# ---- baud_tick_gen ----
### Routed metal, one color a layer, baud_tick_gen

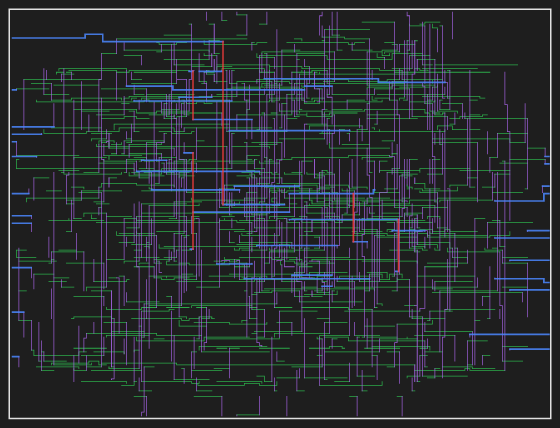

$ cat src/rtl/baud_pkg.sv
// Shared defaults and reset divisors for the baud tick generator.
// Divisors assume a 100 MHz clock and 16x oversampling, rounded to nearest.
// Imported by baud_tick_gen and its testbench.
package baud_pkg;

  localparam int DIV_W_DEF  = 16;
  localparam int FRAC_W_DEF = 4;
  localparam int OVS_DEF    = 16;
  localparam int CLK_HZ     = 100_000_000;

  // Nearest-integer clk-per-s_tick divisor for a given baud rate.
  function automatic int baud_div(input int clk_hz, input int baud, input int ovs);
    return (clk_hz + (baud * ovs) / 2) / (baud * ovs);
  endfunction

  localparam int DIV_9600   = baud_div(CLK_HZ, 9600, OVS_DEF);    // 651
  localparam int DIV_19200  = baud_div(CLK_HZ, 19200, OVS_DEF);   // 326
  localparam int DIV_115200 = baud_div(CLK_HZ, 115200, OVS_DEF);  // 54

  localparam int RST_DIV_DEF = DIV_9600;

endpackage

$ cat src/rtl/ovs_divider.sv
// Mod-OVS counter: one terminal tick every OVS advance pulses.
// Tick is combinational from the registered count (zero latency).
// No backpressure; clr has priority over adv.
module ovs_divider #(
  parameter int OVS = 16
) (
  input  logic clk,
  input  logic rst,
  input  logic clr,
  input  logic adv,
  output logic tick
);

  localparam int CW = (OVS > 1) ? $clog2(OVS) : 1;
  localparam logic [CW-1:0] LAST = CW'(OVS - 1);

  logic [CW-1:0] cnt;

  assign tick = adv && (cnt == LAST);

  // Count advance pulses, wrapping at OVS-1; clr restarts from zero.
  always_ff @(posedge clk or posedge rst) begin
    if (rst) begin
      cnt <= '0;
    end else if (clr) begin
      cnt <= '0;
    end else if (adv) begin
      cnt <= tick ? '0 : cnt + 1'b1;
    end
  end

endmodule

$ cat src/rtl/baud_tick_gen.sv
// Fractional-N baud tick generator: s_tick every P clks, b_tick every OVS s_ticks.
// Ticks are zero-latency decodes of registered state; divisor swaps at a wrap.
// cfg_ready stays low while an update is pending. Macro BAUD_FRAC_EN builds the
// fractional accumulator; without it cfg_frac is ignored and P = active_div.
module baud_tick_gen
  import baud_pkg::*;
#(
  parameter int DIV_W   = DIV_W_DEF,
  parameter int FRAC_W  = FRAC_W_DEF,
  parameter int OVS     = OVS_DEF,
  parameter int RST_DIV = RST_DIV_DEF
) (
  input  logic              clk,
  input  logic              rst,
  input  logic              en,
  input  logic              cfg_valid,
  output logic              cfg_ready,
  input  logic [DIV_W-1:0]  cfg_div,
  input  logic [FRAC_W-1:0] cfg_frac,
  output logic              s_tick,
  output logic              b_tick,
  output logic [DIV_W-1:0]  q
);

  logic [DIV_W-1:0] count;
  logic [DIV_W-1:0] active_div;
  logic [DIV_W-1:0] pend_div;
  logic             pend_vld;
  logic [DIV_W:0]   period;
  logic             div_zero;
  logic             wrap;
  logic             accept;
  logic             apply;

`ifdef BAUD_FRAC_EN
  logic [FRAC_W-1:0] acc;
  logic [FRAC_W-1:0] active_frac;
  logic [FRAC_W-1:0] pend_frac;
  logic              long_per;
  logic [FRAC_W:0]   acc_sum;

  // A carry out of the accumulator stretches the next period by one clk.
  assign period  = {1'b0, active_div} + (DIV_W+1)'(long_per);
  assign acc_sum = {1'b0, acc} + {1'b0, active_frac};
`else
  logic unused_frac;
  assign unused_frac = ^cfg_frac;
  assign period      = {1'b0, active_div};
`endif

  assign div_zero  = (active_div == '0);
  assign wrap      = en && !rst && !div_zero && ({1'b0, count} == period - (DIV_W+1)'(1));
  assign s_tick    = wrap;
  assign cfg_ready = !pend_vld;
  assign accept    = cfg_valid && cfg_ready;
  // Swap at a wrap, or straight away when the counter is not running.
  assign apply     = pend_vld && (wrap || !en || div_zero);
  assign q         = count;

  // Period counter, active divisor and the single-entry pending register.
  always_ff @(posedge clk or posedge rst) begin
    if (rst) begin
      count      <= '0;
      active_div <= DIV_W'(RST_DIV);
      pend_div   <= '0;
      pend_vld   <= 1'b0;
    end else if (apply) begin
      active_div <= pend_div;
      count      <= '0;
      pend_vld   <= 1'b0;
    end else begin
      if (accept) begin
        pend_div <= cfg_div;
        pend_vld <= 1'b1;
      end
      if (div_zero || wrap) begin
        count <= '0;
      end else if (en) begin
        count <= count + 1'b1;
      end
    end
  end

`ifdef BAUD_FRAC_EN
  // Fractional accumulator: steps once per wrap, cleared when a new divisor lands.
  always_ff @(posedge clk or posedge rst) begin
    if (rst) begin
      acc         <= '0;
      long_per    <= 1'b0;
      active_frac <= '0;
      pend_frac   <= '0;
    end else if (apply) begin
      acc         <= '0;
      long_per    <= 1'b0;
      active_frac <= pend_frac;
    end else begin
      if (accept) begin
        pend_frac <= cfg_frac;
      end
      if (wrap) begin
        acc      <= acc_sum[FRAC_W-1:0];
        long_per <= acc_sum[FRAC_W];
      end
    end
  end
`endif

  ovs_divider #(
    .OVS (OVS)
  ) u_ovs (
    .clk  (clk),
    .rst  (rst),
    .clr  (apply),
    .adv  (wrap),
    .tick (b_tick)
  );

endmodule

$ cat config.mk
export PLATFORM = sky130hd
export DESIGN_NAME = baud_tick_gen
export DESIGN_NICKNAME = d
export VERILOG_FILES = /design/src/rtl/baud_pkg.sv /design/src/rtl/ovs_divider.sv /design/src/rtl/baud_tick_gen.sv
export SDC_FILE = /design/constraint.sdc
export NUM_CORES = 1
export LEC_CHECK = 0
export CAP_MARGIN = 10
export CORE_ASPECT_RATIO = 0.75
export CORE_MARGIN = 1
export CORE_UTILIZATION = 45
export DETAILED_ROUTE_END_ITERATION = 16
export GPL_TIMING_DRIVEN = 0
export PLACE_DENSITY_LB_ADDON = 0.08
export SETUP_SLACK_MARGIN = 0.1
export SKIP_LAST_GASP = 1
export SYNTH_ARGS = -nofsm -noshare
export SYNTH_HDL_FRONTEND = slang
export SYNTH_SLANG_ARGS = --single-unit
$ cat constraint.sdc
create_clock -name clk -period 2.95 [get_ports clk]
set_clock_uncertainty 0.05 [all_clocks]
set_input_delay 0.59 -clock clk [delete_from_list [all_inputs] [get_ports clk]]
set_output_delay 0.59 -clock clk [all_outputs]
set_load 0.005 [all_outputs]
# ---- io_flag_unit ----
--- src/rtl/io_pkg.sv ---
// Shared definitions for the programmed-I/O flag unit: the output FSM
// state encoding and the default data width and output timeout.
package io_pkg;

  typedef enum logic {
    IO_IDLE = 1'b0,
    IO_SEND = 1'b1
  } io_state_e;

  localparam int IO_DATA_W      = 8;
  localparam int IO_OUT_TIMEOUT = 255;
  // Wide enough for any OUT_TIMEOUT in 1..65535.
  localparam int IO_CNT_W       = 16;

endpackage

--- src/rtl/io_out_fsm.sv ---
// Output-device handshake: holds OUT data in outr, drives out_valid while
// sending, times out a silent device and keeps the sticky out_err flag.
// FGO itself lives in the top; this block only reports set/clear pulses.
module io_out_fsm
  import io_pkg::*;
#(
  parameter int DATA_W      = IO_DATA_W,
  parameter int OUT_TIMEOUT = IO_OUT_TIMEOUT
) (
  input  logic              clk,
  input  logic              reset,
  input  logic              io_out,
  input  logic [DATA_W-1:0] io_wdata,
  input  logic              sFO,
  input  logic              rFO,
  input  logic              out_ack,
  output logic              out_valid,
  output logic [DATA_W-1:0] out_data,
  output logic              out_err,
  output logic              fgo_set,
  output logic              fgo_clr
);

  localparam logic [IO_CNT_W-1:0] CNT_LAST = IO_CNT_W'(OUT_TIMEOUT - 1);

  io_state_e           state_q;
  logic [IO_CNT_W-1:0] cnt_q;
  logic [DATA_W-1:0]   outr_q;
  logic                err_q;
  logic                sending;
  logic                at_last;
  logic                start;
  logic                done;
  logic                timeout;

  // sFO aborts a transfer and also blocks a new one in the same cycle.
  assign sending = (state_q == IO_SEND);
  assign at_last = (cnt_q == CNT_LAST);
  assign start   = ~sending & io_out & ~sFO;
  assign done    = sending & ~sFO & (out_ack | at_last);
  assign timeout = sending & ~sFO & ~out_ack & at_last;

  assign fgo_clr   = start;
  assign fgo_set   = done;
  assign out_valid = sending;
  assign out_data  = outr_q;
  assign out_err   = err_q;

  // Output FSM, timeout counter, data latch and sticky timeout error.
  always_ff @(posedge clk) begin
    if (reset) begin
      state_q <= IO_IDLE;
      cnt_q   <= '0;
      outr_q  <= '0;
      err_q   <= 1'b0;
    end else begin
      // A fresh timeout is kept even if rFO arrives in the same cycle.
      if (timeout) begin
        err_q <= 1'b1;
      end else if (rFO) begin
        err_q <= 1'b0;
      end

      if (sFO) begin
        state_q <= IO_IDLE;
      end else begin
        case (state_q)
          IO_IDLE: begin
            if (io_out) begin
              outr_q  <= io_wdata;
              cnt_q   <= '0;
              state_q <= IO_SEND;
            end
          end
          IO_SEND: begin
            if (done) begin
              state_q <= IO_IDLE;
            end else begin
              cnt_q <= cnt_q + 1'b1;
            end
          end
          default: state_q <= IO_IDLE;
        endcase
      end
    end
  end

endmodule

--- src/rtl/io_flag_unit.sv ---
// Programmed-I/O responder: input register and FGI, output register and
// FGO (via io_out_fsm), and the interrupt-enable/request logic.
// Build option: define IO_IRQ_EN to include the interrupt logic; without it
// IEN and irq are tied low and ION/IOF/irq_ack are ignored.
module io_flag_unit
  import io_pkg::*;
#(
  parameter int DATA_W      = IO_DATA_W,
  parameter int OUT_TIMEOUT = IO_OUT_TIMEOUT
) (
  input  logic              clk,
  input  logic              reset,
  input  logic              rFI,
  input  logic              rFO,
  input  logic              sFO,
  input  logic              ION,
  input  logic              IOF,
  input  logic              io_in,
  input  logic              io_out,
  input  logic [DATA_W-1:0] io_wdata,
  output logic [DATA_W-1:0] io_rdata,
  input  logic              in_valid,
  input  logic [DATA_W-1:0] in_data,
  output logic              in_ready,
  output logic              out_valid,
  output logic [DATA_W-1:0] out_data,
  input  logic              out_ack,
  output logic              FGI,
  output logic              FGO,
  output logic              IEN,
  output logic              irq,
  input  logic              irq_ack,
  output logic              out_err
);

  logic [DATA_W-1:0] inpr_q;
  logic              fgi_q;
  logic              fgo_q;
  logic              fgo_set;
  logic              fgo_clr;
  logic              unused_io_in;

  // io_in is a pure read of inpr and has no side effect on the flags.
  assign unused_io_in = io_in;

  assign io_rdata = inpr_q;
  assign in_ready = ~fgi_q;
  assign FGI      = fgi_q;
  assign FGO      = fgo_q;

  io_out_fsm #(
    .DATA_W      (DATA_W),
    .OUT_TIMEOUT (OUT_TIMEOUT)
  ) u_out_fsm (
    .clk       (clk),
    .reset     (reset),
    .io_out    (io_out),
    .io_wdata  (io_wdata),
    .sFO       (sFO),
    .rFO       (rFO),
    .out_ack   (out_ack),
    .out_valid (out_valid),
    .out_data  (out_data),
    .out_err   (out_err),
    .fgo_set   (fgo_set),
    .fgo_clr   (fgo_clr)
  );

  // Input register and FGI; an accepted byte beats a same-cycle rFI.
  always_ff @(posedge clk) begin
    if (reset) begin
      inpr_q <= '0;
      fgi_q  <= 1'b0;
    end else if (in_valid && !fgi_q) begin
      inpr_q <= in_data;
      fgi_q  <= 1'b1;
    end else if (rFI) begin
      fgi_q <= 1'b0;
    end
  end

  // FGO with strobe priority: rFO, then sFO, then FSM start/finish.
  always_ff @(posedge clk) begin
    if (reset) begin
      fgo_q <= 1'b1;
    end else if (rFO) begin
      fgo_q <= 1'b0;
    end else if (sFO) begin
      fgo_q <= 1'b1;
    end else if (fgo_clr) begin
      fgo_q <= 1'b0;
    end else if (fgo_set) begin
      fgo_q <= 1'b1;
    end
  end

`ifdef IO_IRQ_EN
  logic ien_q;
  logic irq_q;

  assign IEN = ien_q;
  assign irq = irq_q;

  // Interrupt enable and request; irq_ack dominates, irq holds until acked.
  always_ff @(posedge clk) begin
    if (reset) begin
      ien_q <= 1'b0;
      irq_q <= 1'b0;
    end else begin
      if (irq_ack || IOF) begin
        ien_q <= 1'b0;
      end else if (ION) begin
        ien_q <= 1'b1;
      end

      if (irq_ack) begin
        irq_q <= 1'b0;
      end else if (ien_q && (fgi_q || fgo_q) && !irq_q) begin
        irq_q <= 1'b1;
      end
    end
  end
`else
  logic unused_irq_inputs;

  assign unused_irq_inputs = ION ^ IOF ^ irq_ack;
  assign IEN = 1'b0;
  assign irq = 1'b0;
`endif

endmodule

--- config.mk ---
export PLATFORM = sky130hd
export DESIGN_NAME = io_flag_unit
export DESIGN_NICKNAME = d
export VERILOG_FILES = /design/src/rtl/io_pkg.sv /design/src/rtl/io_out_fsm.sv /design/src/rtl/io_flag_unit.sv
export SDC_FILE = /design/constraint.sdc
export NUM_CORES = 1
export LEC_CHECK = 0
export ABC_CLOCK_PERIOD_IN_PS = 1900
export CORE_ASPECT_RATIO = 0.8
export CORE_UTILIZATION = 48
export CTS_BUF_LIST = sky130_fd_sc_hd__clkbuf_2 sky130_fd_sc_hd__clkbuf_4 sky130_fd_sc_hd__clkbuf_8
export CTS_CLUSTER_DIAMETER = 100
export DETAILED_ROUTE_END_ITERATION = 7
export HOLD_SLACK_MARGIN = 0.02
export PLACE_DENSITY_LB_ADDON = 0.25
export SETUP_SLACK_MARGIN = 0.1
export SLEW_MARGIN = 15
export SYNTH_ARGS = -nofsm -noshare
export SYNTH_HDL_FRONTEND = slang
export SYNTH_SLANG_ARGS = --single-unit
--- constraint.sdc ---
create_clock -name clk -period 1.9 [get_ports clk]
set_input_delay 0.57 -clock clk [delete_from_list [all_inputs] [get_ports clk]]
set_output_delay 0.57 -clock clk [all_outputs]
set_load 0.1 [all_outputs]
# ---- ifetch_queue ----
File: config.mk
export PLATFORM = sky130hd
export DESIGN_NAME = ifetch_queue
export DESIGN_NICKNAME = d
export VERILOG_FILES = /design/src/rtl/ifq_pkg.sv /design/src/rtl/ifq_fifo.sv /design/src/rtl/ifetch_queue.sv
export SDC_FILE = /design/constraint.sdc
export NUM_CORES = 1
export LEC_CHECK = 0
export CAP_MARGIN = 40
export CORE_UTILIZATION = 45
export DETAILED_ROUTE_END_ITERATION = 16
export GPL_ROUTABILITY_DRIVEN = 0
export GPL_TIMING_DRIVEN = 0
export HOLD_SLACK_MARGIN = 0.06
export PLACE_DENSITY = 0.67
export SLEW_MARGIN = 20
export SYNTH_ARGS = -nofsm -noshare
export SYNTH_HDL_FRONTEND = slang
export SYNTH_HIERARCHICAL = 1
export SYNTH_SLANG_ARGS = --single-unit
File: constraint.sdc
create_clock -name clk -period 4.1 [get_ports clk]
set_input_delay 0.41 -clock clk [delete_from_list [all_inputs] [get_ports clk]]
set_output_delay 0.41 -clock clk [all_outputs]
set_load 0.01 [all_outputs]
File: src/rtl/ifq_pkg.sv
// Shared types and helpers for the instruction-fetch queue.
// Optional same-cycle response bypass is enabled with IFQ_BYPASS_EN.
package ifq_pkg;

  localparam int ILEN        = 32;
  localparam int XLEN        = 32;
  localparam int INSTR_BYTES = 4;

  localparam logic [ILEN-1:0] NOP_INSTR = 32'h0000_0013;

  typedef struct packed {
    logic [XLEN-1:0] pc;
    logic [ILEN-1:0] instr;
  } ifq_entry_t;

  function automatic logic [XLEN-1:0] align_pc(input logic [XLEN-1:0] pc);
    return {pc[XLEN-1:2], 2'b00};
  endfunction

  // Address of the next sequential instruction; wraps silently at the top of memory.
  function automatic logic [XLEN-1:0] next_pc(input logic [XLEN-1:0] pc);
    return align_pc(pc) + XLEN'(INSTR_BYTES);
  endfunction

endpackage

File: src/rtl/ifq_fifo.sv
// DEPTH-entry FIFO of {pc, instr} pairs with push, pop, flush and occupancy.
// Push and pop together while full is legal and leaves the count unchanged.
module ifq_fifo
  import ifq_pkg::*;
#(
  parameter  int DEPTH = 4,
  localparam int PTR_W = $clog2(DEPTH),
  localparam int CNT_W = PTR_W + 1
) (
  input  logic             clk,
  input  logic             rst,
  input  logic             push_i,
  input  ifq_entry_t       entry_i,
  input  logic             pop_i,
  input  logic             flush_i,
  output ifq_entry_t       head_o,
  output logic [CNT_W-1:0] count_o,
  output logic             full_o,
  output logic             empty_o
);

  ifq_entry_t       mem_q [DEPTH];
  logic [PTR_W-1:0] wr_ptr_q;
  logic [PTR_W-1:0] rd_ptr_q;
  logic [CNT_W-1:0] count_q;

  // NOTE: non-blocking assignments throughout sequential logic so every register samples pre-edge values.
  always_ff @(posedge clk or posedge rst) begin
    if (rst) begin
      wr_ptr_q <= '0;
      rd_ptr_q <= '0;
      count_q  <= '0;
    end else if (flush_i) begin
      wr_ptr_q <= '0;
      rd_ptr_q <= '0;
      count_q  <= '0;
    end else begin
      if (push_i) wr_ptr_q <= wr_ptr_q + 1'b1;
      if (pop_i)  rd_ptr_q <= rd_ptr_q + 1'b1;
      if (push_i && !pop_i)      count_q <= count_q + 1'b1;
      else if (!push_i && pop_i) count_q <= count_q - 1'b1;
    end
  end

  // NOTE: storage is deliberately not reset; count_q alone decides which entries are meaningful.
  always_ff @(posedge clk) begin
    if (push_i && !flush_i) mem_q[wr_ptr_q] <= entry_i;
  end

  assign head_o  = mem_q[rd_ptr_q];
  assign count_o = count_q;
  assign full_o  = (count_q == CNT_W'(DEPTH));
  assign empty_o = (count_q == '0);

endmodule

File: src/rtl/ifetch_queue.sv
// RV32 fetch front end: owns the fetch PC, issues credit-limited requests and queues responses.
// Define IFQ_BYPASS_EN to let a response reach decode in its arrival cycle when the queue is empty.
module ifetch_queue
  import ifq_pkg::*;
#(
  parameter  int                ADDR_W          = 32,
  parameter  logic [ADDR_W-1:0] RESET_PC        = ADDR_W'(32'h0000_0000),
  parameter  int                DEPTH           = 4,
  parameter  int                MAX_OUTSTANDING = 4,
  localparam int                CNT_W           = $clog2(DEPTH) + 1
) (
  input  logic              clk,
  input  logic              rst,
  output logic              imem_req_valid,
  input  logic              imem_req_ready,
  output logic [ADDR_W-1:0] imem_req_addr,
  input  logic              imem_resp_valid,
  input  logic [ILEN-1:0]   imem_resp_data,
  input  logic              redirect_valid,
  input  logic [ADDR_W-1:0] redirect_pc,
  output logic              out_valid,
  input  logic              out_ready,
  output logic [ILEN-1:0]   out_instr,
  output logic [ADDR_W-1:0] out_pc,
  output logic [CNT_W-1:0]  out_count
);

  localparam int OS_W = $clog2(MAX_OUTSTANDING + 1);

  logic [ADDR_W-1:0] fetch_pc_q, fetch_pc_d;
  logic [ADDR_W-1:0] resp_pc_q, resp_pc_d;
  logic [OS_W-1:0]   outstanding_q, outstanding_d;
  logic [OS_W-1:0]   drop_cnt_q, drop_cnt_d;

  logic [CNT_W-1:0]  fifo_count;
  logic              fifo_full, fifo_empty;
  logic              fifo_push, fifo_pop;
  ifq_entry_t        fifo_head, resp_entry;

  logic              credit_ok, req_fire;
  logic              resp_drop, resp_keep;
  logic              bypass_valid, bypass_take;
  logic [XLEN-1:0]   redirect_full, fetch_pc_inc, resp_pc_inc;
  logic [ADDR_W-1:0] redirect_target;

  assign redirect_full   = align_pc(XLEN'(redirect_pc));
  assign redirect_target = redirect_full[ADDR_W-1:0];
  assign fetch_pc_inc    = next_pc(XLEN'(fetch_pc_q));
  assign resp_pc_inc     = next_pc(XLEN'(resp_pc_q));

  // Reserving a queue slot per request means responses never need backpressure.
  assign credit_ok = (int'(outstanding_q) < MAX_OUTSTANDING) &&
                     ((int'(fifo_count) + int'(outstanding_q)) < DEPTH);
  assign imem_req_valid = !rst && !redirect_valid && credit_ok;
  assign imem_req_addr  = fetch_pc_q;
  assign req_fire       = imem_req_valid && imem_req_ready;

  assign resp_drop        = (drop_cnt_q != '0);
  assign resp_keep        = imem_resp_valid && !resp_drop && !redirect_valid;
  assign resp_entry.pc    = XLEN'(resp_pc_q);
  assign resp_entry.instr = imem_resp_data;

`ifdef IFQ_BYPASS_EN
  assign bypass_valid = resp_keep && fifo_empty;
`else
  assign bypass_valid = 1'b0;
`endif
  assign bypass_take = bypass_valid && out_ready;

  assign fifo_push = resp_keep && !bypass_take;
  assign fifo_pop  = out_ready && !fifo_empty && !redirect_valid;

  always_comb begin
    fetch_pc_d    = fetch_pc_q;
    resp_pc_d     = resp_pc_q;
    drop_cnt_d    = drop_cnt_q;
    outstanding_d = outstanding_q + OS_W'(req_fire) - OS_W'(imem_resp_valid);
    if (redirect_valid) begin
      fetch_pc_d = redirect_target;
      resp_pc_d  = redirect_target;
      // Everything still in flight after this cycle is stale, including responses
      // already marked for dropping, so the new drop count is simply what remains.
      drop_cnt_d = (outstanding_q == '0) ? '0 : outstanding_q - OS_W'(imem_resp_valid);
    end else begin
      if (req_fire) fetch_pc_d = fetch_pc_inc[ADDR_W-1:0];
      if (imem_resp_valid) begin
        if (resp_drop) drop_cnt_d = drop_cnt_q - 1'b1;
        else           resp_pc_d  = resp_pc_inc[ADDR_W-1:0];
      end
    end
  end

  always_ff @(posedge clk or posedge rst) begin
    if (rst) begin
      fetch_pc_q    <= RESET_PC;
      resp_pc_q     <= RESET_PC;
      outstanding_q <= '0;
      drop_cnt_q    <= '0;
    end else begin
      fetch_pc_q    <= fetch_pc_d;
      resp_pc_q     <= resp_pc_d;
      outstanding_q <= outstanding_d;
      drop_cnt_q    <= drop_cnt_d;
    end
  end

  ifq_fifo #(
    .DEPTH (DEPTH)
  ) u_fifo (
    .clk     (clk),
    .rst     (rst),
    .push_i  (fifo_push),
    .entry_i (resp_entry),
    .pop_i   (fifo_pop),
    .flush_i (redirect_valid),
    .head_o  (fifo_head),
    .count_o (fifo_count),
    .full_o  (fifo_full),
    .empty_o (fifo_empty)
  );

  always_comb begin
    out_valid = !fifo_empty || bypass_valid;
    out_instr = fifo_head.instr;
    out_pc    = fifo_head.pc[ADDR_W-1:0];
    if (fifo_empty) begin
      out_instr = bypass_valid ? resp_entry.instr : '0;
      out_pc    = bypass_valid ? resp_pc_q : RESET_PC;
    end
  end

  assign out_count = fifo_count;

`ifndef SYNTHESIS
  always @(posedge clk) begin
    if (!rst) begin
      assert (!(imem_resp_valid && outstanding_q == '0))
        else $error("ifetch_queue: response with no request outstanding");
      assert (!(fifo_push && fifo_full && !fifo_pop))
        else $error("ifetch_queue: push while queue full");
      assert (!(fifo_pop && fifo_empty))
        else $error("ifetch_queue: pop while queue empty");
    end
  end
`endif

endmodule

### Routed metal, one color a layer, ifetch_queue

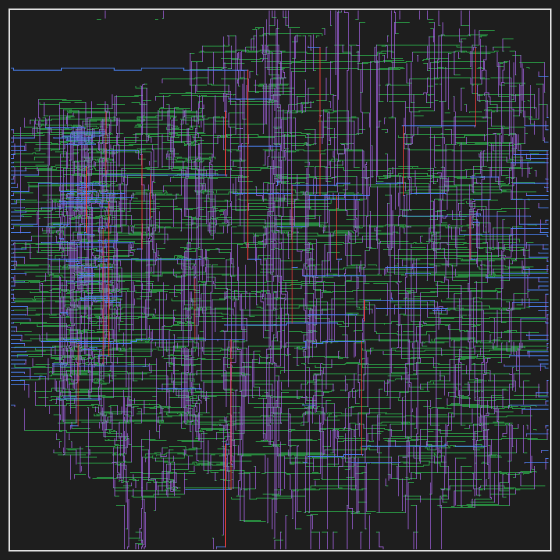
legend:
  metal 1:
    color: green
    wire_length: 14,000 um
  metal 4:
    color: red
    wire_length: 622 um
  metal 3:
    color: blue
    wire_length: 1,830 um
  metal 2:
    color: purple
    wire_length: 14,600 um

==> impl_metrics.ini, ifetch_queue <==
; flow metrics
[clock_network]
clock_latency_ps = 510
clock_sinks = 329
cts-buffers-inserted = 36
clk_root_buffer_cell = clkbuf_16

[timing]
final-hold-violation-count = 0
setup_violations = 0
grt_setup_unrepaired = no

[routing]
met1_routed_length_mm = 14.0
first_iter_violations = 670

[setup_path]
critPathRequiredTime_ps = 3690
cpMaxStageDelayCell = clkbuf_1
critPathMaxFanout = 10
setup.reg_to_reg.worst_slack_ps = 830
critical_path.max_stage_delay_ps = 560
cp_num_cells = 6

[cells_and_area]
inverters = 22
layout.non_clock_buffers = 215
post_route_cells_drive_above_1_share_pct = 14.5
signal_buffer_area_fraction_pct = 11.6
most_frequent_cells_in_the_layout = edfxtp_1, clkdlybuf4s50_1, dfrtp_1
flops = 329
final_nets = 1190

[die]
die.size.y_um = 179

[status]
status = finished, final reports clean

[worst_hold_path]
hp-class = in -> async

[placement]
place_inst = 1461

[grt]
use_met2_pct = 32.3

[pwr]
power.switching_fraction_pct = 27.8
total_power_w = 0.00925
[ifetch_queue: worst register-to-register path, delay by kind of cell, from the launching register on]
kind	cells	cell delay (ps)
adder cells (fa/ha/maj)	4	1230
buffers and inverters	4	690
AND/OR/NAND/NOR	2	520
flip-flops	1	450
XOR/XNOR	2	280
[ifetch_queue: metrics by stage]
stage | hold WS, ps | setup WS, ps
2_1_floorplan | 213 | 887
3_3_place_gp | 513 | -1310
3_5_place_dp | 525 | 527
4_1_cts | 253 | 403
5_1_grt | 296 | 322
6_report | 256 | 506
[ifetch_queue: state kept, by name, indices dropped and copies added, names as in the netlist]
name,cells
u_fifo/mem_q,256
imem_req_addr,30
resp_pc_q,30
drop_cnt_q,3
outstanding_q,3
u_fifo/count_o,3
u_fifo/rd_ptr_q,2
u_fifo/wr_ptr_q,2
[ifetch_queue: power groups by stage]
stage	sequential, W	clock, W	combinational (W)
2_1_floorplan	0.00399	0	0.00119
3_3_place_gp	0.00402	0	0.00236
3_5_place_dp	0.00402	0	0.00240
4_1_cts	0.00395	0.00301	0.00241
5_1_grt	0.00398	0.00314	0.00257
6_report	0.00396	0.00294	0.00236
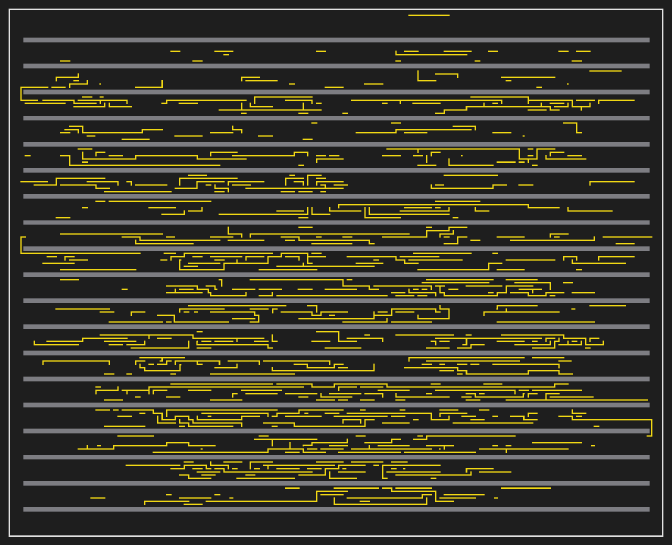
*Signal wires on met1, io_flag_unit*
Supply wires on this layer in gray.
share of all routed wire: 43%
main direction: horizontal
longest straight run: 19.8 um
nets with wire on the layer: 263
wire length on this layer: 1,920 um

==> impl_metrics.ini, io_flag_unit <==
; flow metrics
[status]
status = finished, final reports clean

[cells_and_area]
comb_area_um2 = 895
flops = 36
post_route_cells_drive_above_1_share_pct = 25.5
layout.cells.most_common = nand2_1
clockNetworkAreaShare_pct = 3.71
inverters = 5

[clock_network]
cts-buffers-inserted = 5
cts_tree = done
ctsHtreeMaxLevel = 2
postCtsSetupRepairBufs = 2

[pwr]
total_power_w = 0.00185

[logic_synthesis]
syn_area_um2 = 1670
ys_types = 43
largest_type_area_fraction_pct = 43.1
synth-seq-cells = 36

[die]
fp_util_pct = 52.3
placementRows = 18
die.size.x_um = 68

[setup_path]
setup.reg_to_reg.worst_slack_ps = 180
r2r_end = u_out_fsm.cnt_q[3]$_SDFFE_PP0P_
criticalPathCategory = reg -> reg

[routing]
first_iter_violations = 191
dr_total_vias = 1719
route.detailed.wl_per_inst_um = 14.1
met1_routed_length_mm = 1.92

[placement]
io_buffer_count = 44
detailedPlace.worstSlack_ps = -209

[timing]
timing.final.crit_period_ps = 1720

[grt]
met1_usage_pct = 33.6
-- io_flag_unit: stage by stage --
| stage | cell area (um2) | TNS (ps) | instances |
|---|---|---|---|
| after floorplan | 1690 | 0 | 214 |
| after global placement | 2490 | -1530 | 308 |
| after detailed placement | 2490 | -1850 | 308 |
| after CTS | 2610 | 0 | 318 |
| after global routing | 2630 | 0 | 318 |
| final | 2630 | 0 | 318 |
-- io_flag_unit: cells by family after synthesis --
logic type	share of synthesized area, %
DFF	43.1
AOI/OAI and AO/OA	17.7
adders and majority gates	1.50
muxes	0.598
and+or+nand+nor	30.7
other	0.224
xor gates and xnor gates	1.05
buffers and inverters	5.16
-- io_flag_unit: worst register-to-register path, stage by stage (launching register included) --
cell,delay (ps)
dfxtp_2,340
inv_2,70
ha_2,180
nor4b_4,210
and4_4,310
o21ai_4,80
buf_4,150
a41oi_1,210
a21oi_1,60
-- io_flag_unit: power breakdown --
group / leakage [nW] / total [W] / internal, W / switching [W]
clock: 0.0523 / 0.000589 / 0.000324 / 0.000265
combinational: 0.663 / 0.000460 / 0.000182 / 0.000278
sequential: 0.294 / 0.000805 / 0.000777 / 0.0000279
### Placement by cell class, baud_tick_gen

Scale bar: 20 um. Fill, decap, tap and diode cells in gray.
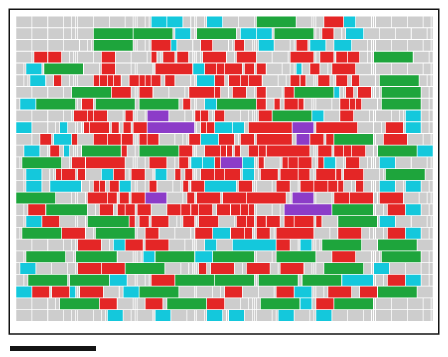
legend:
  other buffers and delay cells:
    color: cyan
    cells: 74
    share_of_their_area: 17%
  combinational and other logic:
    color: red
    cells: 222
    share_of_their_area: 47%
  flops:
    color: green
    cells: 53
    share_of_their_area: 32%
  clock drivers and dummy loads:
    color: purple
    cells: 8
    share_of_their_area: 3.3%

Notes on 'Routed metal, one color a layer' of baud_tick_gen above:
legend:
  metal 2:
    color: purple
    wire_length: 3,260 um
  metal 1:
    color: green
    wire_length: 3,800 um
  metal 3:
    color: blue
    wire_length: 468 um
  metal 4:
    color: red
    wire_length: 74.8 um

==> impl_metrics.ini, baud_tick_gen <==
; flow metrics
[clock_network]
clk_root_buffer_cell = clkbuf_8
cts-buffers-inserted = 5

[logic_synthesis]
post_synth_main_area_contributors = dfrtp_1, mux2_2, mux2_4
synth.yosys.seq_area_share_pct = 41.9
post-synth-top-count-cell = dfrtp_1
leading_cell_types_by_count_after_synthesis = dfrtp_1, mux2_2, nor2_1, xnor2_1, nor3_1
dominant_kind_of_combinational_cell = simple AND/OR/NAND/NOR gates
largest_type_area_fraction_pct = 37.7

[die]
placementRows = 26

[cells_and_area]
signal_buffer_area_fraction_pct = 17.0
layout.clock_buffers = 5
seq_area_share_pct = 31.5
final-seq-area_um2 = 1330
comb_area_um2 = 1910
clockNetworkAreaShare_pct = 3.25

[setup_path]
critPathMaxFanout = 5
r2r-start = active_div[2]$_DFFE_PP0P_

[placement]
place_inst = 414

[status]
status = finished, violations left
failed_checks = setup timing

[routing]
drc = 0
top_signal_layer_used = met4
first_iter_violations = 167

[timing]
max_slew_margin_pct = 47.2
layout_setup_ws_ps = -383
setup_violations = 16

[flow_run]
stage_log_warnings = 34

[grt]
grt.met3_usage_pct = 4.74

[pwr]
p_leak_nw = 1.80
[baud_tick_gen: layout by cell type, fill, tap and decap left out, types with 5 or more instances in the layout]
cell type	n
nor2_1	16
xnor2_1	14
clkdlybuf4s50_1	36
xor2_1	11
o21a_1	5
nand4_1	7
buf_4	18
nor3_1	12
dfstp_2	5
buf_6	10
mux2_4	16
nand3_1	8
dfrtp_1	48
mux2_2	16
clkbuf_8	5
nand2_1	11
a21oi_1	7
and3_1	9
a21o_1	6
[baud_tick_gen: state kept, by name (all words and copies together) (netlist names)]
signal and flops:
active_div 16, pend_div 16, q 16, u_ovs.cnt 4
pend_vld 1
[baud_tick_gen: power breakdown]
| group | internal (W) | leakage (nW) | switching (W) |
|---|---|---|---|
| sequential | 0.000922 | 0.655 | 0.000226 |
| combinational | 0.000672 | 1.08 | 0.000563 |
| clock | 0.000342 | 0.0687 | 0.000249 |
[baud_tick_gen: critical path, stage by stage, from the launching register on]
cell	delay (ps)
dfrtp_1	460
or4_4	580
buf_4	180
nor2_4	150
o2111ai_4	140
a2111oi_4	380
nand3_2	140
inv_2	80
buf_6	100
buf_6	90
buf_6	80

## Gallery

Signal metal coverage by tile.
picture 1
20 x 15 tiles, from black (low) to pale yellow (high), scaled to the fullest tile. Values are wire area over tile area, all layers added.
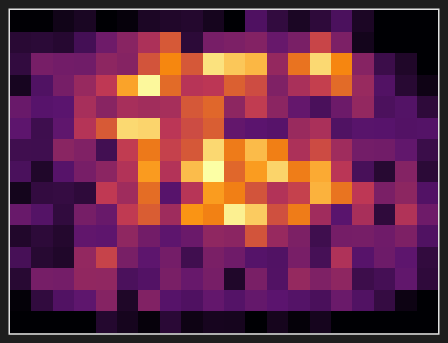
picture 2
14 x 11 tiles, from black (low) to pale yellow (high), scaled to the fullest tile. Values are wire area over tile area, all layers added.
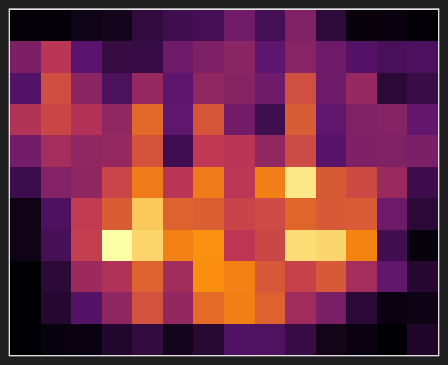
picture 3
36 x 36 tiles, from black (low) to pale yellow (high), scaled to the fullest tile. Values are wire area over tile area, all layers added.
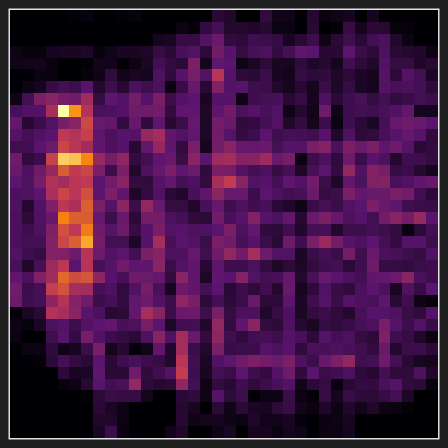
picture 2 -> io_flag_unit
picture 1 -> baud_tick_gen
picture 3 -> ifetch_queue



==> gallery <==
Cell placement.
panel A
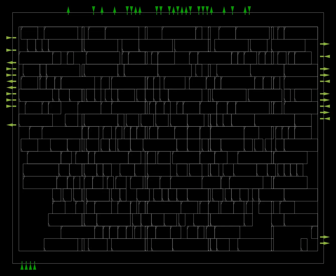
panel B
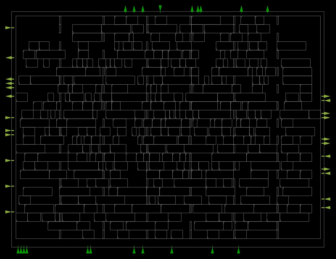
panel C
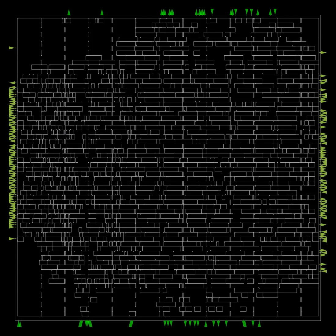
baud_tick_gen -> panel B
io_flag_unit -> panel A
ifetch_queue -> panel C

Power is estimated from default activity; no workload was simulated.
